==================== block 1
**src/rtl/interrupt_ack_sequencer_8259a_pkg.sv**
```systemverilog
// Shared 8259A definitions: acknowledge-sequence states and the byte helpers
// also used by the priority resolver (one-hot encode, byte rotations).
package kf8259_common_pkg;

  typedef enum logic [2:0] {
    IDLE,
    WAIT_ACK1,
    ACK1,
    WAIT_ACK2,
    ACK2
  } ack_state_t;

  // Index of the set bit of a one-hot byte; the lowest set bit wins if more than one is set.
  function automatic logic [2:0] encode(input logic [7:0] one_hot);
    logic [2:0] idx;
    idx = 3'd0;
    for (int i = 7; i >= 0; i--) begin
      if (one_hot[i]) idx = 3'(i);
    end
    return idx;
  endfunction

  function automatic logic [7:0] rotate_right(input logic [7:0] value, input logic [2:0] amount);
    logic [15:0] doubled;
    doubled = {value, value} >> amount;
    return doubled[7:0];
  endfunction

  function automatic logic [7:0] rotate_left(input logic [7:0] value, input logic [2:0] amount);
    logic [15:0] doubled;
    doubled = {value, value} << amount;
    return doubled[15:8];
  endfunction

endpackage

```
**src/rtl/interrupt_ack_sequencer_8259a_if.sv**
```systemverilog
// CPU-side bus of the 8259A acknowledge sequencer: INT, INTA# and the vector byte.
// master = the sequencer (drives INT and the data bus), slave = the CPU side.
interface interrupt_ack_sequencer_8259a_if;
  logic       int_out;
  logic       interrupt_acknowledge_n;
  logic [7:0] data_out;
  logic       data_out_enable;

  modport master (
    output int_out,
    output data_out,
    output data_out_enable,
    input  interrupt_acknowledge_n
  );

  modport slave (
    input  int_out,
    input  data_out,
    input  data_out_enable,
    output interrupt_acknowledge_n
  );
endinterface

```
**src/rtl/interrupt_ack_sequencer_8259a_in_service_priority_select.sv**
```systemverilog
// Picks the highest-priority in-service level under the current rotation.
// Priority starts at (priority_rotate + 1) mod 8 and wraps; an empty ISR gives 0.
module in_service_priority_select
  import kf8259_common_pkg::*;
(
  input  logic [7:0] in_service_register,
  input  logic [2:0] priority_rotate,
  output logic [7:0] highest_level_in_service
);

  logic [2:0] amount;
  logic [7:0] rotated;
  logic [7:0] lowest;

  // Normalise so the highest-priority level sits at bit 0, keep the lowest set bit, undo the rotation.
  always_comb begin
    amount                   = priority_rotate + 3'd1;
    rotated                  = rotate_right(in_service_register, amount);
    lowest                   = rotated & (~rotated + 8'd1);
    highest_level_in_service = rotate_left(lowest, amount);
  end

endmodule

```
**src/rtl/interrupt_ack_sequencer_8259a.sv**
```systemverilog
// 8086-mode INTA# handshake for the 8259A: raises INT, latches the acknowledged
// level on the first INTA# pulse, drives the vector on the second, and owns the ISR.
// Optional feature macro: INTA_TIMEOUT_EN (aborts a missing second INTA# pulse).
module interrupt_ack_sequencer_8259a
  import kf8259_common_pkg::*;
#(
  parameter int         ACK_TIMEOUT    = 256,
  parameter logic [2:0] SPURIOUS_LEVEL = 3'd7
) (
  input  logic                                  clock,
  input  logic                                  reset_n,
  interrupt_ack_sequencer_8259a_if.master       bus,
  input  logic [7:0]                            interrupt,
  input  logic [2:0]                            priority_rotate,
  input  logic                                  auto_eoi_config,
  input  logic [7:0]                            end_of_interrupt,
  input  logic [4:0]                            interrupt_vector_base,
  output logic [7:0]                            clear_interrupt_request,
  output logic [7:0]                            in_service_register,
  output logic [7:0]                            highest_level_in_service,
  output logic                                  ack_timeout
);

  ack_state_t state, state_next;
  logic       inta_prev;
  logic       inta_fall, inta_rise;
  logic       take_ack1, finish_ack2, timeout_hit;
  logic [2:0] level;
  logic       spurious;
  logic [7:0] isr_next;
  logic [7:0] request_one_hot;

  assign inta_fall       = inta_prev & ~bus.interrupt_acknowledge_n;
  assign inta_rise       = ~inta_prev & bus.interrupt_acknowledge_n;
  assign request_one_hot = 8'b1 << encode(interrupt);

`ifdef INTA_TIMEOUT_EN
  localparam int CNT_W = (ACK_TIMEOUT > 2) ? $clog2(ACK_TIMEOUT) : 1;
  logic [CNT_W-1:0] timeout_count;

  // Counts clocks spent in WAIT_ACK2; restarts from zero on every entry.
  always_ff @(posedge clock or negedge reset_n) begin
    if (!reset_n)                timeout_count <= '0;
    else if (state != WAIT_ACK2) timeout_count <= '0;
    else                         timeout_count <= timeout_count + 1'b1;
  end

  // One-cycle abort strobe when the second INTA# pulse never arrives.
  always_ff @(posedge clock or negedge reset_n) begin
    if (!reset_n) ack_timeout <= 1'b0;
    else          ack_timeout <= timeout_hit;
  end
`else
  assign ack_timeout = 1'b0;
`endif

  // State register plus the INTA# history used for edge detection.
  // NOTE: clocked state uses non-blocking (<=) so every register samples pre-edge values.
  always_ff @(posedge clock or negedge reset_n) begin
    if (!reset_n) begin
      state     <= IDLE;
      inta_prev <= 1'b1;
    end else begin
      state     <= state_next;
      inta_prev <= bus.interrupt_acknowledge_n;
    end
  end

  // Next-state logic and the strobes that drive the level latch and ISR.
  // NOTE: every signal gets a default first so no path leaves one unassigned (no latch).
  always_comb begin
    state_next  = state;
    take_ack1   = 1'b0;
    finish_ack2 = 1'b0;
    timeout_hit = 1'b0;
    case (state)
      IDLE:      if (interrupt != 8'h00) state_next = WAIT_ACK1;
      WAIT_ACK1: if (inta_fall) begin
                   state_next = ACK1;
                   take_ack1  = 1'b1;
                 end
      ACK1:      if (inta_rise) state_next = WAIT_ACK2;
      WAIT_ACK2: begin
                   if (inta_fall) state_next = ACK2;
`ifdef INTA_TIMEOUT_EN
                   else if (timeout_count == CNT_W'(ACK_TIMEOUT - 1)) begin
                     state_next  = IDLE;
                     timeout_hit = 1'b1;
                   end
`endif
                 end
      ACK2:      if (inta_rise) begin
                   state_next  = IDLE;
                   finish_ack2 = 1'b1;
                 end
      default:   state_next = IDLE;
    endcase
  end

  // ISR next value: EOI clears first, then the acknowledge set (set wins), AEOI clear at the end of ACK2.
  always_comb begin
    isr_next = in_service_register & ~end_of_interrupt;
    if (take_ack1 && interrupt != 8'h00)
      isr_next = isr_next | request_one_hot;
    if (finish_ack2 && auto_eoi_config && !spurious)
      isr_next = isr_next & ~(8'b1 << level);
  end

  // Level latch, ISR and the one-cycle IRR clear pulse.
  always_ff @(posedge clock or negedge reset_n) begin
    if (!reset_n) begin
      level                   <= 3'd0;
      spurious                <= 1'b0;
      in_service_register     <= 8'h00;
      clear_interrupt_request <= 8'h00;
    end else begin
      in_service_register     <= isr_next;
      clear_interrupt_request <= (take_ack1 && interrupt != 8'h00) ? request_one_hot : 8'h00;
      if (take_ack1) begin
        level    <= (interrupt != 8'h00) ? encode(interrupt) : SPURIOUS_LEVEL;
        spurious <= (interrupt == 8'h00);
      end
    end
  end

  // CPU-side outputs follow the registered state.
  always_comb begin
    bus.int_out         = (state == WAIT_ACK1);
    bus.data_out_enable = (state == ACK2);
    bus.data_out        = (state == ACK2) ? {interrupt_vector_base, level} : 8'h00;
  end

  in_service_priority_select u_priority_select (
    .in_service_register      (in_service_register),
    .priority_rotate          (priority_rotate),
    .highest_level_in_service (highest_level_in_service)
  );

endmodule
```
**src/flat_wrapper.sv**
```systemverilog
// flat-port wrapper written by rule: the top's interface ports become plain ports
module interrupt_ack_sequencer_8259a_flat import kf8259_common_pkg::*;
#(
  parameter int         ACK_TIMEOUT    = 256,
  parameter logic [2:0] SPURIOUS_LEVEL = 3'd7
)
  (clock, reset_n, interrupt, priority_rotate, auto_eoi_config, end_of_interrupt, interrupt_vector_base, clear_interrupt_request, in_service_register, highest_level_in_service, ack_timeout, bus_int_out, bus_data_out, bus_data_out_enable, bus_interrupt_acknowledge_n);
  interrupt_ack_sequencer_8259a_if bus_i ();
  input  logic clock;
  input  logic reset_n;
  input  logic [7:0] interrupt;
  input  logic [2:0] priority_rotate;
  input  logic auto_eoi_config;
  input  logic [7:0] end_of_interrupt;
  input  logic [4:0] interrupt_vector_base;
  output logic [7:0] clear_interrupt_request;
  output logic [7:0] in_service_register;
  output logic [7:0] highest_level_in_service;
  output logic ack_timeout;
  output wire logic [$bits(bus_i.int_out)-1:0] bus_int_out;
  output wire logic [$bits(bus_i.data_out)-1:0] bus_data_out;
  output wire logic [$bits(bus_i.data_out_enable)-1:0] bus_data_out_enable;
  input wire logic [$bits(bus_i.interrupt_acknowledge_n)-1:0] bus_interrupt_acknowledge_n;
  assign bus_int_out = bus_i.int_out;
  assign bus_data_out = bus_i.data_out;
  assign bus_data_out_enable = bus_i.data_out_enable;
  assign bus_i.interrupt_acknowledge_n = bus_interrupt_acknowledge_n;
  interrupt_ack_sequencer_8259a #(.ACK_TIMEOUT(ACK_TIMEOUT), .SPURIOUS_LEVEL(SPURIOUS_LEVEL)) u_core (.clock(clock), .reset_n(reset_n), .bus(bus_i), .interrupt(interrupt), .priority_rotate(priority_rotate), .auto_eoi_config(auto_eoi_config), .end_of_interrupt(end_of_interrupt), .interrupt_vector_base(interrupt_vector_base), .clear_interrupt_request(clear_interrupt_request), .in_service_register(in_service_register), .highest_level_in_service(highest_level_in_service), .ack_timeout(ack_timeout));
endmodule
```
**config.mk**
```make
export PLATFORM = sky130hd
export DESIGN_NAME = interrupt_ack_sequencer_8259a_flat
export DESIGN_NICKNAME = d
export VERILOG_FILES = /design/src/rtl/interrupt_ack_sequencer_8259a_pkg.sv /design/src/rtl/interrupt_ack_sequencer_8259a_if.sv /design/src/rtl/interrupt_ack_sequencer_8259a_in_service_priority_select.sv /design/src/rtl/interrupt_ack_sequencer_8259a.sv /design/src/flat_wrapper.sv
export SDC_FILE = /design/constraint.sdc
export NUM_CORES = 1
export LEC_CHECK = 0
export ABC_AREA = 1
export CAP_MARGIN = 25
export CORE_AREA = 2 2 49 96
export CTS_BUF_LIST = sky130_fd_sc_hd__clkbuf_4 sky130_fd_sc_hd__clkbuf_8 sky130_fd_sc_hd__clkbuf_16
export DETAILED_ROUTE_END_ITERATION = 10
export DIE_AREA = 0 0 51 98
export PLACE_DENSITY = 0.77
export SYNTH_ARGS = -nofsm -noshare
export SYNTH_HDL_FRONTEND = slang
export SYNTH_SLANG_ARGS = --single-unit
```
**constraint.sdc**
```tcl
create_clock -name clock -period 3.1 [get_ports clock]
set_clock_uncertainty 0.1 [all_clocks]
set_input_delay 0.62 -clock clock [delete_from_list [all_inputs] [get_ports clock]]
set_output_delay 0.62 -clock clock [all_outputs]
set_load 0.1 [all_outputs]
```
==================== block 2
`src/rtl/div3_pkg.sv`:
```
`default_nettype none
// ============================================================================
// div3_pkg : shared state encoding and constants for the div-by-3 word feeder
// Revision : 1.0 - initial release
// ============================================================================
package div3_pkg;

  typedef enum logic [1:0] {
    IDLE  = 2'd0,
    SHIFT = 2'd1,
    WAIT  = 2'd2,
    DONE  = 2'd3
  } state_t;

  localparam bit MSB_FIRST = 1'b1;

endpackage
`default_nettype wire

```
`src/rtl/div3_word_top.sv`:
```
`default_nettype none
// ============================================================================
// div3_word_top : feeder and three_mult detector wired back-to-back
// Revision      : 1.0 - initial release
// ============================================================================
module div3_word_top #(
  parameter int WIDTH = 8
) (
  input  logic             clk,
  input  logic             reset,
  input  logic [WIDTH-1:0] word_in,
  input  logic             word_valid,
  output logic             word_ready,
  output logic [WIDTH-1:0] result_word,
  output logic             result_div3,
  output logic             result_valid,
  input  logic             result_ready
);

  logic w_det_bit;
  logic w_det_clr;
  logic w_det_out;

  div3_word_feeder #(
    .WIDTH (WIDTH)
  ) u_feeder (
    .clk          (clk),
    .reset        (reset),
    .word_in      (word_in),
    .word_valid   (word_valid),
    .word_ready   (word_ready),
    .det_bit      (w_det_bit),
    .det_clr      (w_det_clr),
    .det_out      (w_det_out),
    .result_word  (result_word),
    .result_div3  (result_div3),
    .result_valid (result_valid),
    .result_ready (result_ready)
  );

  three_mult u_det (
    .clk   (clk),
    .reset (w_det_clr),
    .din   (w_det_bit),
    .dout  (w_det_out)
  );

endmodule
`default_nettype wire

```
`src/rtl/piso_shreg.sv`:
```
`default_nettype none
// ============================================================================
// piso_shreg : parallel-load, shift-left register with a serial tap
// Revision   : 1.0 - initial release
// ============================================================================
module piso_shreg
  import div3_pkg::*;
#(
  parameter int WIDTH = 8
) (
  input  logic             clk,
  input  logic             reset,
  input  logic             load,
  input  logic             shift,
  input  logic [WIDTH-1:0] d,
  output logic             tap
);

  logic [WIDTH-1:0] r_q;

  always_ff @(posedge clk or negedge reset) begin
    if (!reset) begin
      r_q <= '0;
    end else if (load) begin
      r_q <= d;
    end else if (shift) begin
      r_q <= {r_q[WIDTH-2:0], 1'b0};
    end
  end

  assign tap = MSB_FIRST ? r_q[WIDTH-1] : r_q[0];

endmodule
`default_nettype wire

```
`src/rtl/three_mult.sv`:
```
`default_nettype none
// ============================================================================
// three_mult : serial MSB-first divisible-by-3 detector, Mealy output
// Revision   : 1.0 - initial release
// ============================================================================
module three_mult (
  input  logic clk,
  input  logic reset,
  input  logic din,
  output logic dout
);

  logic [1:0] r_rem;
  logic [1:0] w_rem;

  // Remainder of the prefix after appending din: (2*rem + din) mod 3.
  always_comb begin
    w_rem = 2'd0;
    case (r_rem)
      2'd0:    w_rem = din ? 2'd1 : 2'd0;
      2'd1:    w_rem = din ? 2'd0 : 2'd2;
      2'd2:    w_rem = din ? 2'd2 : 2'd1;
      default: w_rem = 2'd0;
    endcase
  end

  always_ff @(posedge clk) begin
    if (reset) begin
      r_rem <= 2'd0;
    end else begin
      r_rem <= w_rem;
    end
  end

  assign dout = (w_rem == 2'd0);

endmodule
`default_nettype wire

```
`src/rtl/div3_word_feeder.sv`:
```
`default_nettype none
// ============================================================================
// div3_word_feeder : serialises a word into the three_mult detector and
//                    returns the word with its divisible-by-3 verdict
// Revision         : 1.0 - initial release
// ============================================================================
module div3_word_feeder
  import div3_pkg::*;
#(
  parameter int WIDTH = 8
) (
  input  logic             clk,
  input  logic             reset,
  input  logic [WIDTH-1:0] word_in,
  input  logic             word_valid,
  output logic             word_ready,
  output logic             det_bit,
  output logic             det_clr,
  input  logic             det_out,
  output logic [WIDTH-1:0] result_word,
  output logic             result_div3,
  output logic             result_valid,
  input  logic             result_ready
);

  localparam int               CNT_W  = $clog2(WIDTH + 1);
  localparam logic [CNT_W-1:0] c_last = CNT_W'(WIDTH - 1);

  state_t           r_state;
  state_t           w_next;
  logic [CNT_W-1:0] r_cnt;
  logic [WIDTH-1:0] r_word;
  logic             r_div3;
  logic             w_load;
  logic             w_shift;
  logic             w_tap;

  always_ff @(posedge clk or negedge reset) begin
    if (!reset) begin
      r_state <= IDLE;
    end else begin
      r_state <= w_next;
    end
  end

  always_comb begin
    w_next  = r_state;
    w_load  = 1'b0;
    w_shift = 1'b0;
    case (r_state)
      IDLE: begin
        if (word_valid) begin
          w_load = 1'b1;
          w_next = SHIFT;
        end
      end
      SHIFT: begin
        w_shift = 1'b1;
        if (r_cnt == c_last) begin
          w_next = WAIT;
        end
      end
      WAIT: begin
        w_next = DONE;
      end
      DONE: begin
        if (result_ready) begin
          w_next = IDLE;
        end
      end
      default: w_next = IDLE;
    endcase
  end

  always_ff @(posedge clk or negedge reset) begin
    if (!reset) begin
      r_cnt  <= '0;
      r_word <= '0;
      r_div3 <= 1'b0;
    end else begin
      if (w_load) begin
        r_cnt  <= '0;
        r_word <= word_in;
      end else if (w_shift) begin
        r_cnt  <= r_cnt + 1'b1;
      end
      // The detector saw every bit by now and gets a 0 this cycle.
      if (r_state == WAIT) begin
        r_div3 <= det_out;
      end
    end
  end

  piso_shreg #(
    .WIDTH (WIDTH)
  ) u_shreg (
    .clk   (clk),
    .reset (reset),
    .load  (w_load),
    .shift (w_shift),
    .d     (word_in),
    .tap   (w_tap)
  );

  assign word_ready   = (r_state == IDLE);
  assign det_clr      = (r_state == IDLE) || (r_state == DONE);
  assign det_bit      = (r_state == SHIFT) && w_tap;
  assign result_valid = (r_state == DONE);
  assign result_word  = r_word;
  assign result_div3  = r_div3;

endmodule
`default_nettype wire
```
`config.mk`:
```
export PLATFORM = sky130hd
export DESIGN_NAME = div3_word_top
export DESIGN_NICKNAME = d
export VERILOG_FILES = /design/src/rtl/div3_pkg.sv /design/src/rtl/div3_word_top.sv /design/src/rtl/piso_shreg.sv /design/src/rtl/three_mult.sv /design/src/rtl/div3_word_feeder.sv
export SDC_FILE = /design/constraint.sdc
export NUM_CORES = 1
export LEC_CHECK = 0
export CORE_MARGIN = 2
export CORE_UTILIZATION = 45
export CTS_CLUSTER_SIZE = 16
export DETAILED_ROUTE_END_ITERATION = 12
export MAX_ROUTING_LAYER = met4
export PLACE_DENSITY = 0.71
export SYNTH_ARGS = -nofsm -noshare
export SYNTH_HDL_FRONTEND = slang
export SYNTH_HIERARCHICAL = 1
export SYNTH_SLANG_ARGS = --single-unit
```
`constraint.sdc`:
```
create_clock -name clk -period 2.4 [get_ports clk]
set_clock_uncertainty 0.05 [all_clocks]
set_input_delay 0.36 -clock clk [delete_from_list [all_inputs] [get_ports clk]]
set_output_delay 0.36 -clock clk [all_outputs]
set_load 0.1 [all_outputs]
```
==================== block 3
**config.mk**
```make
export PLATFORM = sky130hd
export DESIGN_NAME = fifo_rr_arbiter
export DESIGN_NICKNAME = d
export VERILOG_FILES = /design/src/rtl/fifo_rr_arbiter.sv
export SDC_FILE = /design/constraint.sdc
export NUM_CORES = 1
export LEC_CHECK = 0
export CORE_MARGIN = 4
export CORE_UTILIZATION = 42
export DETAILED_ROUTE_END_ITERATION = 7
export GPL_ROUTABILITY_DRIVEN = 0
export PLACE_DENSITY_LB_ADDON = 0.15
export SLEW_MARGIN = 10
export SYNTH_ARGS = -nofsm -noshare
export SYNTH_HDL_FRONTEND = slang
export SYNTH_SLANG_ARGS = --single-unit
```
**constraint.sdc**
```tcl
create_clock -name clk -period 3.04 [get_ports clk]
set_clock_uncertainty 0.05 [all_clocks]
set_input_delay 0.912 -clock clk [delete_from_list [all_inputs] [get_ports clk]]
set_output_delay 0.912 -clock clk [all_outputs]
set_load 0.005 [all_outputs]
```
**src/rtl/fifo_rr_arbiter.sv**
```systemverilog
// Round-robin pop scheduler: four class input FIFOs feed four destination output FIFOs,
// with output flow control, in-flight word tracking and FIFO threshold registers.
module fifo_rr_arbiter #(
   parameter int unsigned  BITNUMBER = 6,
   parameter int unsigned  LENGTH    = 4,
   localparam int unsigned TW        = $clog2(LENGTH) + 1
) (
   input  logic                   clk,
   input  logic                   reset,
   input  logic                   init,
   input  logic [TW-1:0]          umbral_af,
   input  logic [TW-1:0]          umbral_ae,
   input  logic [3:0]             in_empty,
   input  logic [3:0]             in_valid,
   input  logic [4*BITNUMBER-1:0] in_data,
   input  logic [3:0]             out_pause,
   output logic [3:0]             in_pop,
   output logic [3:0]             out_push,
   output logic [BITNUMBER-1:0]   out_data,
   output logic [TW-1:0]          cfg_af,
   output logic [TW-1:0]          cfg_ae,
   output logic [3:0]             state,
   output logic                   arb_error
);

   localparam logic [3:0] ST_RESET  = 4'b0001;
   localparam logic [3:0] ST_INIT   = 4'b0010;
   localparam logic [3:0] ST_IDLE   = 4'b0100;
   localparam logic [3:0] ST_ACTIVE = 4'b1000;
   localparam logic [1:0] MAX_FLY   = 2'd3;

   logic [3:0]           state_q, state_d;
   logic [3:0]           in_pop_q, in_pop_d;
   logic [3:0]           out_push_q, out_push_d;
   logic [BITNUMBER-1:0] out_data_q, out_data_d;
   logic [TW-1:0]        cfg_af_q, cfg_af_d;
   logic [TW-1:0]        cfg_ae_q, cfg_ae_d;
   logic                 arb_error_q, arb_error_d;
   logic [1:0]           rr_ptr_q, rr_ptr_d;
   logic [1:0]           fly_q, fly_d;

   logic                 pop_ok;
   logic [3:0]           eligible;
   logic                 grant_vld;
   logic [1:0]           grant_idx;
   logic [1:0]           probe;
   logic                 valid_any;
   logic                 valid_multi;
   logic [BITNUMBER-1:0] sel_word;

   // Grant search; in_pop_q masks the FIFO whose empty flag has not caught up with last pop yet.
   always_comb begin
      pop_ok    = (state_q == ST_ACTIVE) && !init && (out_pause == 4'b0000) && (fly_q < MAX_FLY);
      eligible  = ~in_empty & ~in_pop_q & {4{pop_ok}};
      grant_vld = 1'b0;
      grant_idx = 2'd0;
      probe     = 2'd0;
      for (int k = 0; k < 4; k++) begin
         probe = rr_ptr_q + 2'(k);
         if (!grant_vld && eligible[probe]) begin
            grant_vld = 1'b1;
            grant_idx = probe;
         end
      end
   end

   // Decode the read-return strobes from the input FIFOs.
   always_comb begin
      valid_any   = |in_valid;
      valid_multi = (in_valid & (in_valid - 4'd1)) != 4'b0000;
      sel_word    = '0;
      for (int i = 0; i < 4; i++) begin
         if (in_valid[i]) sel_word = in_data[i*BITNUMBER +: BITNUMBER];
      end
   end

   always_comb begin
      state_d     = state_q;
      in_pop_d    = 4'b0000;
      out_push_d  = 4'b0000;
      out_data_d  = out_data_q;
      cfg_af_d    = cfg_af_q;
      cfg_ae_d    = cfg_ae_q;
      arb_error_d = arb_error_q;
      rr_ptr_d    = rr_ptr_q;
      fly_d       = fly_q;

      if (grant_vld) begin
         in_pop_d[grant_idx] = 1'b1;
         rr_ptr_d            = grant_idx + 2'd1;
      end

      // A return must be single and answer an outstanding pop; otherwise it is dropped.
      if (valid_multi || (valid_any && (fly_q == 2'd0))) begin
         arb_error_d = 1'b1;
      end else if (valid_any && (state_q != ST_RESET)) begin
         out_data_d                                 = sel_word;
         out_push_d[sel_word[BITNUMBER-1 -: 2]]     = 1'b1;
      end

      case ({grant_vld, valid_any && (fly_q != 2'd0)})
         2'b10:   fly_d = fly_q + 2'd1;
         2'b01:   fly_d = fly_q - 2'd1;
         default: fly_d = fly_q;
      endcase

      if (state_q == ST_INIT) begin
         cfg_af_d = umbral_af;
         cfg_ae_d = umbral_ae;
      end

      case (state_q)
         ST_RESET:  state_d = ST_INIT;
         ST_INIT:   if (!init) state_d = ST_IDLE;
         ST_IDLE: begin
            if (init)                        state_d = ST_INIT;
            else if (in_empty != 4'b1111)    state_d = ST_ACTIVE;
         end
         ST_ACTIVE: begin
            if (init)                                   state_d = ST_INIT;
            else if ((&in_empty) && (fly_q == 2'd0))    state_d = ST_IDLE;
         end
         default:   state_d = ST_RESET;
      endcase
   end

   always_ff @(posedge clk) begin
      if (reset) begin
         state_q     <= ST_RESET;
         in_pop_q    <= 4'b0000;
         out_push_q  <= 4'b0000;
         out_data_q  <= '0;
         cfg_af_q    <= '0;
         cfg_ae_q    <= '0;
         arb_error_q <= 1'b0;
         rr_ptr_q    <= 2'd0;
         fly_q       <= 2'd0;
      end else begin
         state_q     <= state_d;
         in_pop_q    <= in_pop_d;
         out_push_q  <= out_push_d;
         out_data_q  <= out_data_d;
         cfg_af_q    <= cfg_af_d;
         cfg_ae_q    <= cfg_ae_d;
         arb_error_q <= arb_error_d;
         rr_ptr_q    <= rr_ptr_d;
         fly_q       <= fly_d;
      end
   end

   assign in_pop    = in_pop_q;
   assign out_push  = out_push_q;
   assign out_data  = out_data_q;
   assign cfg_af    = cfg_af_q;
   assign cfg_ae    = cfg_ae_q;
   assign state     = state_q;
   assign arb_error = arb_error_q;

endmodule

```
==================== block 4
<file path="src/rtl/lc3b_load_scoreboard.sv">
// lc3b_load_scoreboard
//
// Load-use hazard unit for the LC-3b pipeline. It sits beside IF/ID and
// ID/EX and keeps a per-register count of loads that have issued but not
// yet written back. A consumer in ID stalls while any of its sources has a
// load outstanding, whatever the memory latency. A load in ID also stalls
// when the scoreboard has no room for it.
//
// Ports
//   clk, reset      rising-edge clock, asynchronous active-high reset
//   id_valid        ID holds a real instruction
//   id_opcode       LC-3b opcode in ID
//   id_bit5         IR[5] (ADD/AND immediate select)
//   id_bit11        IR[11] (JSR vs JSRR)
//   id_sr1, id_sr2  source fields; a store's data register arrives on id_sr2
//   id_dest         destination field
//   id_is_load      LDB/LDI/LDR in ID
//   flush           kill the ID instruction this cycle
//   wb_load_valid   a load result is written to the regfile this cycle
//   wb_load_dest    destination of that load
//   forward_load    PC / IF_ID load enable (= !hazard)
//   hazard          insert a bubble into ID/EX
//   inflight        number of outstanding loads
//   stall_cycles    saturating count of hazard cycles
//   sb_error        sticky: a load retired with nothing pending
module lc3b_load_scoreboard #(
  parameter int NUM_REGS     = 8,
  parameter int REG_W        = 3,
  parameter int CNT_W        = 2,
  parameter int MAX_INFLIGHT = 4,
  parameter int WB_BYPASS    = 1
) (
  input  logic             clk,
  input  logic             reset,
  input  logic             id_valid,
  input  logic [3:0]       id_opcode,
  input  logic             id_bit5,
  input  logic             id_bit11,
  input  logic [REG_W-1:0] id_sr1,
  input  logic [REG_W-1:0] id_sr2,
  input  logic [REG_W-1:0] id_dest,
  input  logic             id_is_load,
  input  logic             flush,
  input  logic             wb_load_valid,
  input  logic [REG_W-1:0] wb_load_dest,
  output logic             forward_load,
  output logic             hazard,
  output logic [3:0]       inflight,
  output logic [15:0]      stall_cycles,
  output logic             sb_error
);

  localparam logic [3:0] OP_BR   = 4'h0;
  localparam logic [3:0] OP_ADD  = 4'h1;
  localparam logic [3:0] OP_STB  = 4'h3;
  localparam logic [3:0] OP_JSR  = 4'h4;
  localparam logic [3:0] OP_AND  = 4'h5;
  localparam logic [3:0] OP_STW  = 4'h7;
  localparam logic [3:0] OP_STI  = 4'hB;
  localparam logic [3:0] OP_LEA  = 4'hE;
  localparam logic [3:0] OP_TRAP = 4'hF;

  localparam logic [CNT_W-1:0] CNT_MAX  = {CNT_W{1'b1}};
  localparam logic [CNT_W-1:0] CNT_ONE  = CNT_W'(1);
  localparam logic [3:0]       MAX_INF  = 4'(MAX_INFLIGHT);
  localparam logic             BYPASS   = (WB_BYPASS != 0);

  function automatic logic [15:0] sat_inc16(input logic [15:0] v);
    return (v == 16'hFFFF) ? v : v + 16'd1;
  endfunction

  logic [NUM_REGS-1:0][CNT_W-1:0] cnt;

  // Register fields are decoded one-hot against the tracked registers, so an
  // index >= NUM_REGS matches nothing: never pending, never allocated.
  logic [NUM_REGS-1:0] hit_sr1, hit_sr2, hit_dest, hit_wb, pend_eff;
  logic [CNT_W-1:0]    dest_cnt, wb_cnt, dest_cnt_free;
  logic [3:0]          inflight_free;
  logic                sr1_used, sr2_used, src_hazard, cap_hazard;
  logic                retire, err_set, alloc, dest_tracked;

  always_comb begin
    hit_sr1  = '0;
    hit_sr2  = '0;
    hit_dest = '0;
    hit_wb   = '0;
    pend_eff = '0;
    dest_cnt = '0;
    wb_cnt   = '0;
    for (int i = 0; i < NUM_REGS; i++) begin
      hit_sr1[i]  = (id_sr1 == REG_W'(i));
      hit_sr2[i]  = (id_sr2 == REG_W'(i));
      hit_dest[i] = (id_dest == REG_W'(i));
      hit_wb[i]   = (wb_load_dest == REG_W'(i));
      if (hit_dest[i]) dest_cnt = cnt[i];
      if (hit_wb[i])   wb_cnt   = cnt[i];
      // The last pending load for a register being written back this cycle
      // can be picked up from the WB bypass, so it no longer blocks a reader.
      pend_eff[i] = (cnt[i] != '0) &&
                    !(BYPASS && wb_load_valid && hit_wb[i] && cnt[i] == CNT_ONE);
    end
    dest_tracked = |hit_dest;

    sr1_used = !((id_opcode == OP_BR) || (id_opcode == OP_LEA) ||
                 (id_opcode == OP_JSR && id_bit11) || (id_opcode == OP_TRAP));
    sr2_used = ((id_opcode == OP_ADD || id_opcode == OP_AND) && !id_bit5) ||
               (id_opcode == OP_STB) || (id_opcode == OP_STW) ||
               (id_opcode == OP_STI);

    retire  = wb_load_valid && (wb_cnt != '0);
    err_set = wb_load_valid && (wb_cnt == '0);

    // A retire this cycle frees its slot before the capacity check.
    inflight_free = inflight - {3'b000, retire};
    dest_cnt_free = dest_cnt -
                    CNT_W'(retire && (wb_load_dest == id_dest));

    src_hazard = (sr1_used && |(hit_sr1 & pend_eff)) ||
                 (sr2_used && |(hit_sr2 & pend_eff));
    cap_hazard = id_is_load &&
                 ((inflight_free == MAX_INF) || (dest_cnt_free == CNT_MAX));

    hazard       = !reset && id_valid && !flush && (src_hazard || cap_hazard);
    forward_load = !hazard;
    alloc        = !reset && id_valid && !flush && !hazard && id_is_load &&
                   dest_tracked;
  end

  // State update boundary: scoreboard counts, in-flight total, statistics.
  always_ff @(posedge clk or posedge reset) begin
    if (reset) begin
      cnt          <= '0;
      inflight     <= '0;
      stall_cycles <= '0;
      sb_error     <= 1'b0;
    end else begin
      for (int i = 0; i < NUM_REGS; i++) begin
        case ({alloc && hit_dest[i], retire && hit_wb[i]})
          2'b10:   cnt[i] <= cnt[i] + CNT_ONE;
          2'b01:   cnt[i] <= cnt[i] - CNT_ONE;
          default: cnt[i] <= cnt[i];
        endcase
      end
      case ({alloc, retire})
        2'b10:   inflight <= inflight + 4'd1;
        2'b01:   inflight <= inflight - 4'd1;
        default: inflight <= inflight;
      endcase
      if (hazard) stall_cycles <= sat_inc16(stall_cycles);
      if (err_set) sb_error <= 1'b1;
    end
  end

endmodule

</file>
<file path="config.mk">
export PLATFORM = sky130hd
export DESIGN_NAME = lc3b_load_scoreboard
export DESIGN_NICKNAME = d
export VERILOG_FILES = /design/src/rtl/lc3b_load_scoreboard.sv
export SDC_FILE = /design/constraint.sdc
export NUM_CORES = 1
export LEC_CHECK = 0
export CAP_MARGIN = 20
export CORE_ASPECT_RATIO = 0.5
export CORE_MARGIN = 2
export CORE_UTILIZATION = 54
export DETAILED_ROUTE_END_ITERATION = 10
export HOLD_SLACK_MARGIN = 0.1
export PLACE_DENSITY_LB_ADDON = 0.12
export SKIP_CTS_REPAIR_TIMING = 1
export SLEW_MARGIN = 10
export SYNTH_ARGS = -nofsm -noshare
export SYNTH_HDL_FRONTEND = slang
export SYNTH_SLANG_ARGS = --single-unit
export TNS_END_PERCENT = 100
</file>
<file path="constraint.sdc">
create_clock -name clk -period 4.4 [get_ports clk]
set_clock_uncertainty 0.15 [all_clocks]
set_input_delay 0.88 -clock clk [delete_from_list [all_inputs] [get_ports clk]]
set_output_delay 0.88 -clock clk [all_outputs]
set_load 0.03 [all_outputs]
</file>
### Congestion heat map, block 2

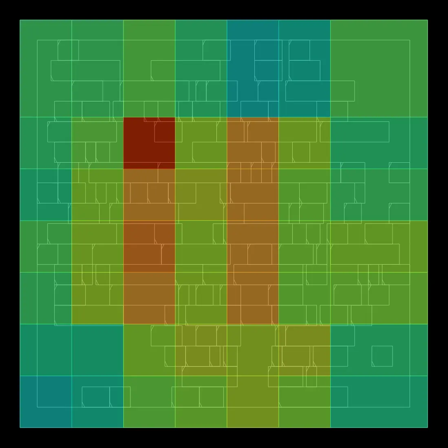
Top Usage Layer GRT: met2
grt met2 use: 0.2590
Util after Layout: 0.5720

==> results.yml, block 2 <==
# flow metrics
cells_and_area:
  antennaDiodeCount: 0
  stdcell_area_sq_um: 1391
  fill_cells: 231
floorplanning:
  fp.dieW_microns: 54.36
  io_pins: 23
clocking:
  cts_resized: 0
  cts_tree: "done"
final_timing:
  min_period_ns: 1.807
grt:
  use_met1: 0.1901
yosys:
  area_leaders: "dfrtp_1 (50%), mux2_2 (8.9%), mux2i_1 (8.8%)"
  most_common_cell: "dfrtp_1"
  edf_count: 0
  postSynthSeqShare: 0.5395
detailed_routing:
  first_iter_violations: 10
run_status:
  outcome: "finished clean"
block 2: logic make-up (layout without fill, tap and decap cells):
| logic type | after synthesis | in the layout |
|---|---|---|
| fa+ha+maj | 5 | 5 |
| compound gates | 10 | 10 |
| buf+inv | 8 | 34 |
| mux | 19 | 19 |
| xor+xnor | 5 | 5 |
| flops | 25 | 25 |
| simple gates | 23 | 23 |
block 2: worst reg2reg max path: stages (launching register included):
cell     delay (ns)
dfrtp_1        0.43
inv_1          0.11
ha_1           0.23
and2_0         0.16
buf_4          0.29
mux2_2         0.38
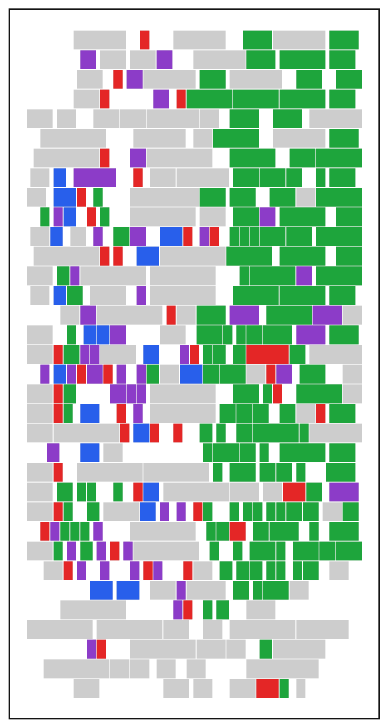
*Selected gate families, block 1*
[red] inv cells | cells: 41 | most used: inv_1
[green] nand cells | cells: 145 | most used: nand2_1
[blue] aoi and oai cells | cells: 19 | where: west
[purple] nor cells | cells: 48 | most used: nor2_1

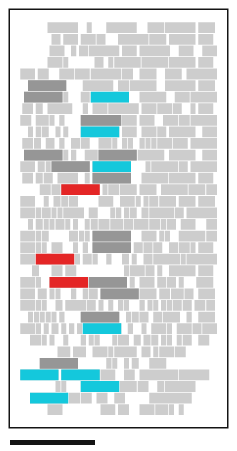
*Sequential cells grouped by signal name, block 1*
Scale bar: 20 microns. Other sequential cells in the stronger gray, the rest of the logic in the fainter gray.
[cyan] u_core.clear_interrupt_request | sequential cells: 8
[red] u_core.level | sequential cells: 3
not colored: 13

==> results.yml, block 1 <==
# flow metrics
run_status:
  outcome: "finished, violations left"
  failed_checks: "negative setup slack"
final_timing:
  finalSetupViolations: 8
  layout_setup_ws_ns: -0.05569
  holdWs_ns: 0.4553
yosys:
  edf_count: 0
  synthFlopType: "dfrtp_1"
  area_leaders: "dfrtp_1 (31%), nand3_1 (17%), nand2_1 (14%)"
floorplanning:
  die_h_microns: 98
cells_and_area:
  dominant_cells: "combinational gates"
  seq_share: 0.1804
worst_setup_path:
  endpoint: "highest_level_in_service[1]"
  slowest_stage: "ha_4"
place:
  dp_slack_ns: -0.4517
==> block 1: logic make-up (layout without fill, tap and decap cells) <==
family	after synthesis	after routing	synth area share
fa+ha+maj	1	1	0.006652
simple gates	194	194	0.4551
other cells	1	1	0.001994
flops	24	24	0.3200
xor+xnor	1	1	0.01464
buf+inv	51	117	0.1317
compound gates	20	20	0.06986
==> block 1: tightest hold or removal path: cells and delay by family, from the launching register on <==
kind | cells | cell delay, ns
buffers and inverters | 1 | 0.06
DFF | 1 | 0.33
AOI/OAI and AO/OA | 1 | 0.12
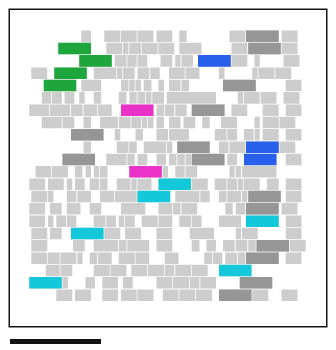
*Sequential cells grouped by signal name, block 3*
Scale bar: 20 microns. Other sequential cells in the stronger gray, the rest of the logic in the fainter gray.
[magenta] fly_q | sequential cells: 2
[green] in_pop | sequential cells: 4 | where: north-west
[cyan] out_data | sequential cells: 6
[blue] cfg_af | sequential cells: 3
not colored: 14

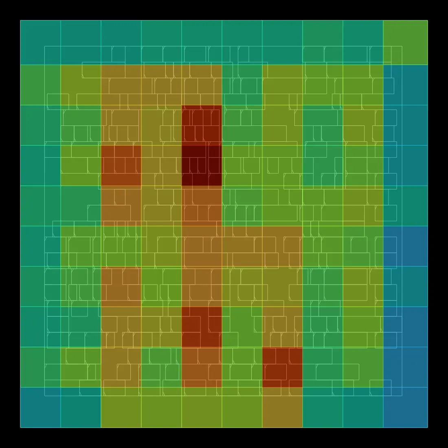
*Congestion heat map, block 3*
Top Usage Layer GRT: met2
GRT Util Overall: 0.1718
grt met2 use: 0.2828
Routed WL per cell: 13.33 microns
met3 track demand over resource: 0.05072

==> results.yml, block 3 <==
# flow metrics
cells_and_area:
  clock_area_frac: 0.04528
  nClkBuffers: 7
  lay_top_cells: "clkdlybuf4s50_1 (69), dfxtp_1 (29), nor2_1 (21), buf_4 (20), nor3_1 (12)"
grt:
  antenna_found_initial: 0
  grt_pass1_vias: 1537
  grt_max_degree: 19
yosys:
  synth.avg_cell_area_sq_um: 8.786
  yosys_warnings: 0
  fa_ha_area_frac: 0.04538
  synth_area_sq_um: 1599
worst_setup_path:
  path_class: "in2reg"
  crit_required_ns: 3.21
  slowest_stage: "or3b_2"
detailed_routing:
  wirelength_microns: 4252
  first_iter_violations: 76
  wl_met3_microns: 231
worst_hold_path:
  whs_endpoint: "out_data[5]$_SDFFE_PP0P_"
floorplanning:
  io_pins: 70
  fp.dieW_microns: 69.70
clocking:
  cts_tree: "done"
final_timing:
  slew_viol_final: 0
  tightest_slew_ns: 0.6746
run:
  log.warning_count: 29
run_status:
  outcome: "finished clean"
## block 3: stage by stage
stage               utilization  worst slack, ns
floorplan                     -           0.4514
global placement         0.6702        -0.004674
detailed placement       0.6702         -0.05398
CTS                      0.7020           0.2239
global route             0.7020         0.004519
finish                   0.7020           0.2047
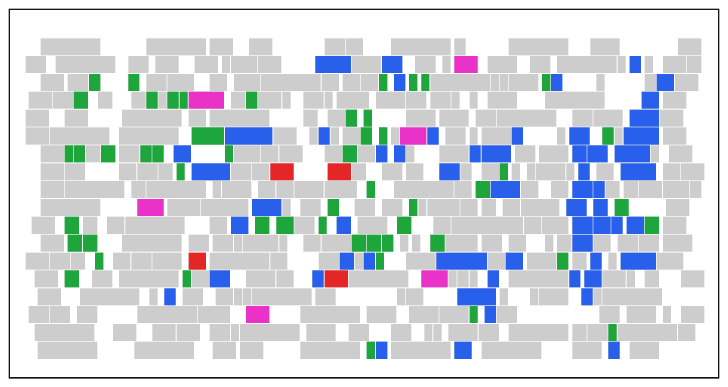
*Selected gate families, block 4*
[blue] aoi and oai cells | cells: 57 | most used: o21ai_0
[magenta] mux cells | cells: 6
[red] non-inverting ao/oa cells | cells: 4 | where: center
[green] nand cells | cells: 51 | most used: nand2_1

==> results.yml, block 4 <==
# flow metrics
run_status:
  outcome: "finished clean"
worst_hold_path:
  hp-class: "reg2reg"
cells_and_area:
  dominant_cells: "combinational gates"
  layout_top_cell: "clkdlybuf4s50_1"
  buffers: 83
worst_setup_path:
  worst_path_largest_cell_delay_ns: 0.30
  startpoint_type: "input port"
final_timing:
  tightest_slew_ns: 0.5033
  slew_headroom: 0.6645
detailed_routing:
  wl_met3_microns: 537
yosys:
  synth_area_sq_um: 2910
floorplanning:
  fp.dieW_microns: 107.8
place:
  io_buffers: 46
run:
  maxCapViolations: 0
grt:
  grt-busiest-layer: "met2"
## block 4: per-stage QoR
stage	std cells	util
6_report	468	0.7731
5_1_grt	468	0.7731
4_1_cts	464	0.7427
3_5_place_dp	456	0.7207
3_3_place_gp	456	0.7207
2_1_floorplan	316	-
## block 4: critical path: cells and delay by family
family / cells / cell delay (ns)
fa+ha+maj: 1 / 0.30
simple gates: 4 / 0.65
buf+inv: 5 / 0.59
compound gates: 6 / 0.87

==================== block 5
### Selected gate families, block 5

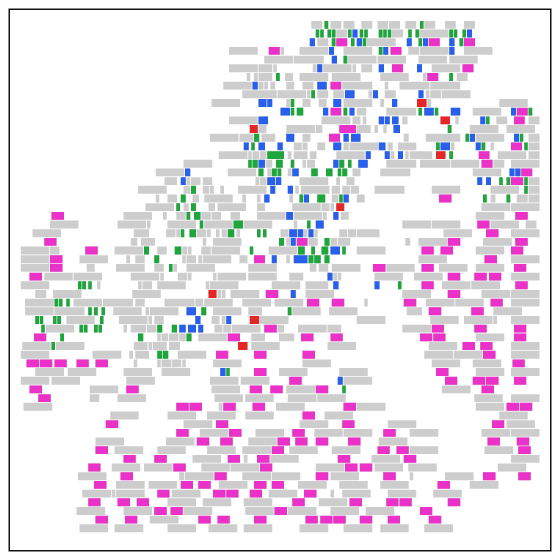
<file path="config.mk">
export PLATFORM = sky130hd
export DESIGN_NAME = uart_bus_master
export DESIGN_NICKNAME = d
export VERILOG_FILES = /design/src/rtl/uart_bus_master.sv
export SDC_FILE = /design/constraint.sdc
export NUM_CORES = 1
export LEC_CHECK = 0
export CAP_MARGIN = 15
export CORE_MARGIN = 3
export CORE_UTILIZATION = 39
export DETAILED_ROUTE_END_ITERATION = 7
export DONT_BUFFER_PORTS = 1
export MAX_ROUTING_LAYER = met4
export PLACE_DENSITY = 0.64
export REMOVE_ABC_BUFFERS = 1
export SYNTH_ARGS = -nofsm -noshare
export SYNTH_HDL_FRONTEND = slang
export SYNTH_SLANG_ARGS = --single-unit
</file>
<file path="constraint.sdc">
create_clock -name clk -period 2.6 [get_ports clk]
set_clock_uncertainty 0.2 [all_clocks]
set_input_delay 0.52 -clock clk [delete_from_list [all_inputs] [get_ports clk]]
set_output_delay 0.52 -clock clk [all_outputs]
set_load 0.02 [all_outputs]
</file>
<file path="src/rtl/uart_bus_master.sv">
// UART command-frame loader: receives read/write frames on rx, issues one
// data-memory bus access per frame and answers on tx.
`timescale 1ns/1ps
module uart_bus_master #(
    parameter int BAUD_DIV    = 86,
    parameter int ADDR_W      = 32,
    parameter int DATA_W      = 32,
    parameter int TIMEOUT_CYC = 100000
) (
    input  logic              clk,
    input  logic              rst_n,
    input  logic              rx,
    output logic              tx,
    output logic [ADDR_W-1:0] m_r_addr_o,
    output logic [ADDR_W-1:0] m_w_addr_o,
    output logic [DATA_W-1:0] m_data_o,
    output logic              m_r_enable_o,
    output logic              m_w_enable_o,
    input  logic [DATA_W-1:0] m_data_i,
    output logic              busy_o,
    output logic              frame_err_o
);

    localparam int CW = $clog2(BAUD_DIV + 1);
    localparam int TW = $clog2(TIMEOUT_CYC + 1);
    localparam logic [CW-1:0] BIT_END  = CW'(BAUD_DIV - 1);
    localparam logic [CW-1:0] HALF_END = CW'(BAUD_DIV / 2 - 1);
    localparam logic [TW-1:0] TMO_END  = TW'(TIMEOUT_CYC - 1);

    typedef enum logic [1:0] {R_IDLE, R_START, R_DATA, R_STOP} rx_st_e;
    typedef enum logic [2:0] {
        S_CMD, S_ADDR, S_WDATA, S_BUS_W, S_BUS_R, S_RCAP, S_REPLY
    } st_e;

    logic rx_s1_q, rx_s2_q, rx_s3_q;

    rx_st_e        rx_st_q, rx_st_d;
    logic [CW-1:0] rx_cnt_q, rx_cnt_d;
    logic [2:0]    rx_bit_q, rx_bit_d;
    logic [7:0]    rx_sh_q, rx_sh_d;
    logic          rx_vld_q, rx_vld_d;
    logic          rx_err_q, rx_err_d;

    st_e               st_q, st_d;
    logic              op_rd_q, op_rd_d;
    logic [1:0]        nb_q, nb_d;
    logic [31:0]       addr_q, addr_d;
    logic [31:0]       wdat_q, wdat_d;
    logic [TW-1:0]     tmo_q, tmo_d;
    logic [ADDR_W-1:0] m_r_addr_q, m_r_addr_d;
    logic [ADDR_W-1:0] m_w_addr_q, m_w_addr_d;
    logic [DATA_W-1:0] m_data_q, m_data_d;
    logic              m_r_en_q, m_r_en_d;
    logic              m_w_en_q, m_w_en_d;
    logic              busy_q, busy_d;
    logic              ferr_q, ferr_d;
    logic              tx_q, tx_d;
    logic [8:0]        tx_sh_q, tx_sh_d;
    logic [3:0]        tx_bits_q, tx_bits_d;
    logic [CW-1:0]     tx_cnt_q, tx_cnt_d;
    logic [31:0]       rep_q, rep_d;
    logic [1:0]        rep_n_q, rep_n_d;

    logic        rep_go, abort;
    logic [31:0] rep_word, addr_nx, wdat_nx;
    logic [1:0]  rep_more;

    always_comb begin
        rx_st_d  = rx_st_q;
        rx_cnt_d = rx_cnt_q + 1'b1;
        rx_bit_d = rx_bit_q;
        rx_sh_d  = rx_sh_q;
        rx_vld_d = 1'b0;
        rx_err_d = 1'b0;
        unique case (rx_st_q)
            R_IDLE: begin
                rx_cnt_d = '0;
                if (rx_s3_q && !rx_s2_q) rx_st_d = R_START;
            end
            R_START: begin
                // a start bit that is high again at mid-bit is a glitch
                if (rx_cnt_q == HALF_END) begin
                    rx_cnt_d = '0;
                    rx_bit_d = '0;
                    rx_st_d  = rx_s2_q ? R_IDLE : R_DATA;
                end
            end
            R_DATA: begin
                if (rx_cnt_q == BIT_END) begin
                    rx_cnt_d = '0;
                    rx_sh_d  = {rx_s2_q, rx_sh_q[7:1]};
                    rx_bit_d = rx_bit_q + 1'b1;
                    if (rx_bit_q == 3'd7) rx_st_d = R_STOP;
                end
            end
            R_STOP: begin
                if (rx_cnt_q == BIT_END) begin
                    rx_cnt_d = '0;
                    rx_vld_d = rx_s2_q;
                    rx_err_d = !rx_s2_q;
                    rx_st_d  = R_IDLE;
                end
            end
            default: rx_st_d = R_IDLE;
        endcase
    end

    always_comb begin
        st_d       = st_q;
        op_rd_d    = op_rd_q;
        nb_d       = nb_q;
        addr_d     = addr_q;
        wdat_d     = wdat_q;
        tmo_d      = tmo_q + 1'b1;
        m_r_addr_d = m_r_addr_q;
        m_w_addr_d = m_w_addr_q;
        m_data_d   = m_data_q;
        m_r_en_d   = 1'b0;
        m_w_en_d   = 1'b0;
        busy_d     = busy_q;
        ferr_d     = 1'b0;
        tx_d       = tx_q;
        tx_sh_d    = tx_sh_q;
        tx_bits_d  = tx_bits_q;
        tx_cnt_d   = tx_cnt_q;
        rep_d      = rep_q;
        rep_n_d    = rep_n_q;
        rep_go     = 1'b0;
        rep_word   = '0;
        rep_more   = '0;
        abort      = 1'b0;
        addr_nx    = {addr_q[23:0], rx_sh_q};
        wdat_nx    = {wdat_q[23:0], rx_sh_q};
        unique case (st_q)
            S_CMD: begin
                if (rx_err_q) begin
                    abort = 1'b1;
                end else if (rx_vld_q) begin
                    busy_d = 1'b1;
                    if (rx_sh_q == 8'h57 || rx_sh_q == 8'h52) begin
                        op_rd_d = (rx_sh_q == 8'h52);
                        nb_d    = '0;
                        tmo_d   = '0;
                        st_d    = S_ADDR;
                    end else begin
                        rep_go   = 1'b1;
                        rep_word = {8'h3F, 24'h0};
                    end
                end
            end
            S_ADDR: begin
                if (rx_err_q) begin
                    abort = 1'b1;
                end else if (rx_vld_q) begin
                    addr_d = addr_nx;
                    tmo_d  = '0;
                    nb_d   = nb_q + 1'b1;
                    if (nb_q == 2'd3) begin
                        if (op_rd_q) begin
                            st_d       = S_BUS_R;
                            m_r_en_d   = 1'b1;
                            m_r_addr_d = ADDR_W'(addr_nx);
                        end else begin
                            st_d = S_WDATA;
                        end
                    end
                end else if (tmo_q == TMO_END) begin
                    abort = 1'b1;
                end
            end
            S_WDATA: begin
                if (rx_err_q) begin
                    abort = 1'b1;
                end else if (rx_vld_q) begin
                    wdat_d = wdat_nx;
                    tmo_d  = '0;
                    nb_d   = nb_q + 1'b1;
                    if (nb_q == 2'd3) begin
                        st_d       = S_BUS_W;
                        m_w_en_d   = 1'b1;
                        m_w_addr_d = ADDR_W'(addr_q);
                        m_data_d   = DATA_W'(wdat_nx);
                    end
                end else if (tmo_q == TMO_END) begin
                    abort = 1'b1;
                end
            end
            S_BUS_W: begin
                rep_go   = 1'b1;
                rep_word = {8'h4B, 24'h0};
            end
            S_BUS_R: st_d = S_RCAP;
            S_RCAP: begin
                rep_go   = 1'b1;
                rep_word = 32'(m_data_i);
                rep_more = 2'd3;
            end
            S_REPLY: begin
                tx_cnt_d = tx_cnt_q + 1'b1;
                if (tx_cnt_q == BIT_END) begin
                    tx_cnt_d = '0;
                    if (tx_bits_q != 4'd0) begin
                        tx_d      = tx_sh_q[0];
                        tx_sh_d   = {1'b1, tx_sh_q[8:1]};
                        tx_bits_d = tx_bits_q - 1'b1;
                    end else if (rep_n_q != 2'd0) begin
                        // next start bit follows the stop bit directly
                        tx_d      = 1'b0;
                        tx_sh_d   = {1'b1, rep_q[31:24]};
                        rep_d     = {rep_q[23:0], 8'h0};
                        rep_n_d   = rep_n_q - 1'b1;
                        tx_bits_d = 4'd9;
                    end else begin
                        st_d   = S_CMD;
                        busy_d = 1'b0;
                    end
                end
            end
            default: st_d = S_CMD;
        endcase
        if (rep_go) begin
            st_d      = S_REPLY;
            tx_d      = 1'b0;
            tx_sh_d   = {1'b1, rep_word[31:24]};
            rep_d     = {rep_word[23:0], 8'h0};
            rep_n_d   = rep_more;
            tx_bits_d = 4'd9;
            tx_cnt_d  = '0;
        end
        if (abort) begin
            ferr_d = 1'b1;
            busy_d = 1'b0;
            st_d   = S_CMD;
        end
    end

    always_ff @(posedge clk or negedge rst_n) begin
        if (!rst_n) begin
            rx_s1_q    <= 1'b1;
            rx_s2_q    <= 1'b1;
            rx_s3_q    <= 1'b1;
            rx_st_q    <= R_IDLE;
            rx_cnt_q   <= '0;
            rx_bit_q   <= '0;
            rx_sh_q    <= '0;
            rx_vld_q   <= 1'b0;
            rx_err_q   <= 1'b0;
            st_q       <= S_CMD;
            op_rd_q    <= 1'b0;
            nb_q       <= '0;
            addr_q     <= '0;
            wdat_q     <= '0;
            tmo_q      <= '0;
            m_r_addr_q <= '0;
            m_w_addr_q <= '0;
            m_data_q   <= '0;
            m_r_en_q   <= 1'b0;
            m_w_en_q   <= 1'b0;
            busy_q     <= 1'b0;
            ferr_q     <= 1'b0;
            tx_q       <= 1'b1;
            tx_sh_q    <= '1;
            tx_bits_q  <= '0;
            tx_cnt_q   <= '0;
            rep_q      <= '0;
            rep_n_q    <= '0;
        end else begin
            rx_s1_q    <= rx;
            rx_s2_q    <= rx_s1_q;
            rx_s3_q    <= rx_s2_q;
            rx_st_q    <= rx_st_d;
            rx_cnt_q   <= rx_cnt_d;
            rx_bit_q   <= rx_bit_d;
            rx_sh_q    <= rx_sh_d;
            rx_vld_q   <= rx_vld_d;
            rx_err_q   <= rx_err_d;
            st_q       <= st_d;
            op_rd_q    <= op_rd_d;
            nb_q       <= nb_d;
            addr_q     <= addr_d;
            wdat_q     <= wdat_d;
            tmo_q      <= tmo_d;
            m_r_addr_q <= m_r_addr_d;
            m_w_addr_q <= m_w_addr_d;
            m_data_q   <= m_data_d;
            m_r_en_q   <= m_r_en_d;
            m_w_en_q   <= m_w_en_d;
            busy_q     <= busy_d;
            ferr_q     <= ferr_d;
            tx_q       <= tx_d;
            tx_sh_q    <= tx_sh_d;
            tx_bits_q  <= tx_bits_d;
            tx_cnt_q   <= tx_cnt_d;
            rep_q      <= rep_d;
            rep_n_q    <= rep_n_d;
        end
    end

    assign tx           = tx_q;
    assign m_r_addr_o   = m_r_addr_q;
    assign m_w_addr_o   = m_w_addr_q;
    assign m_data_o     = m_data_q;
    assign m_r_enable_o = m_r_en_q;
    assign m_w_enable_o = m_w_en_q;
    assign busy_o       = busy_q;
    assign frame_err_o  = ferr_q;

endmodule

</file>
==> results.yml <==
# flow metrics
yosys:
  largest_area_cell: "dfrtp_1"
  mux_share: 0.1823
  edf_count: 0
  logic_family: "multiplexers"
  yosysUniqueCellTypes: 55
run_status:
  failed_checks: "negative hold slack"
  outcome: "finished, violations left"
floorplanning:
  fp_util: 0.3976
  chipArea_sq_um: 28640
place:
  gp_congestion: 0.8158
pwr:
  power.share.sequential: 0.464
  swShare: 0.2642
  switchingPower_mw: 2.606
clocking:
  clk_latency_ns: 0.53
worst_setup_path:
  crit_required_ns: 2.79
final_timing:
  holdWs_ns: -0.4852
  tightest_slew_ns: 0.7057
  rsz0062_at_grt: "false"
  hold_viol_final: 250
detailed_routing:
  firstDrtPassIters: 4
  dr_wl_met2_microns: 9970
Notes on 'Selected gate families' of block 5 above:
[green] nand cells | cells: 127 | most used: nand2_1
[red] non-inverting ao/oa cells | cells: 8 | most used: a211o_1
[magenta] mux cells | cells: 170 | most used: mux2_2 | where: widely spread
[blue] aoi and oai cells | cells: 89 | most used: o21ai_0

sequential cells by signal, summed over array words and instances (netlist names), 3 cells and up, named ones only:
name / cells
addr_q: 32
m_data_o: 32
m_r_addr_o: 32
m_w_addr_o: 32
rep_q: 24
rx_bit_q: 3
rx_cnt_q: 7
rx_sh_q: 8
st_q: 3
tmo_q: 17
tx_bits_q: 4
tx_cnt_q: 7
tx_sh_q: 8
wdat_q: 24
cell type report:
type	count	area (sq um)
flip-flops and latches	250	6271
well taps	335	419.2
clock inverters	8	97.59
fillers	2355	14020
clock buffers	43	818.3
multi-input cells	529	3911
inverters	16	60.06
repair buffers	56	538.0


==> screenshots <==
Congestion heat map.
shot_01.png
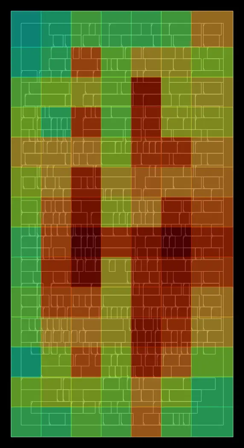
shot_02.png
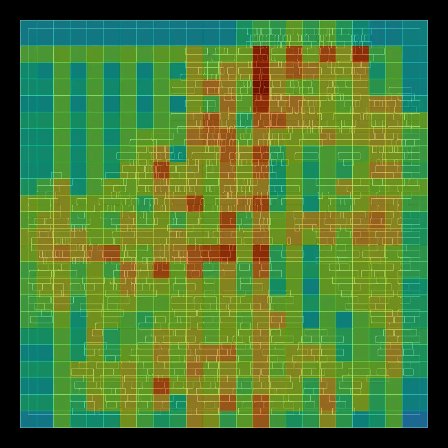
shot_03.png
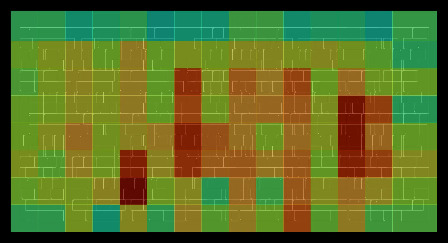
shot_02.png comes from block 5.
shot_01.png comes from block 1.
shot_03.png comes from block 4.
- lowest utilization: shot_02.png

Power and IR drop assume default switching activity.
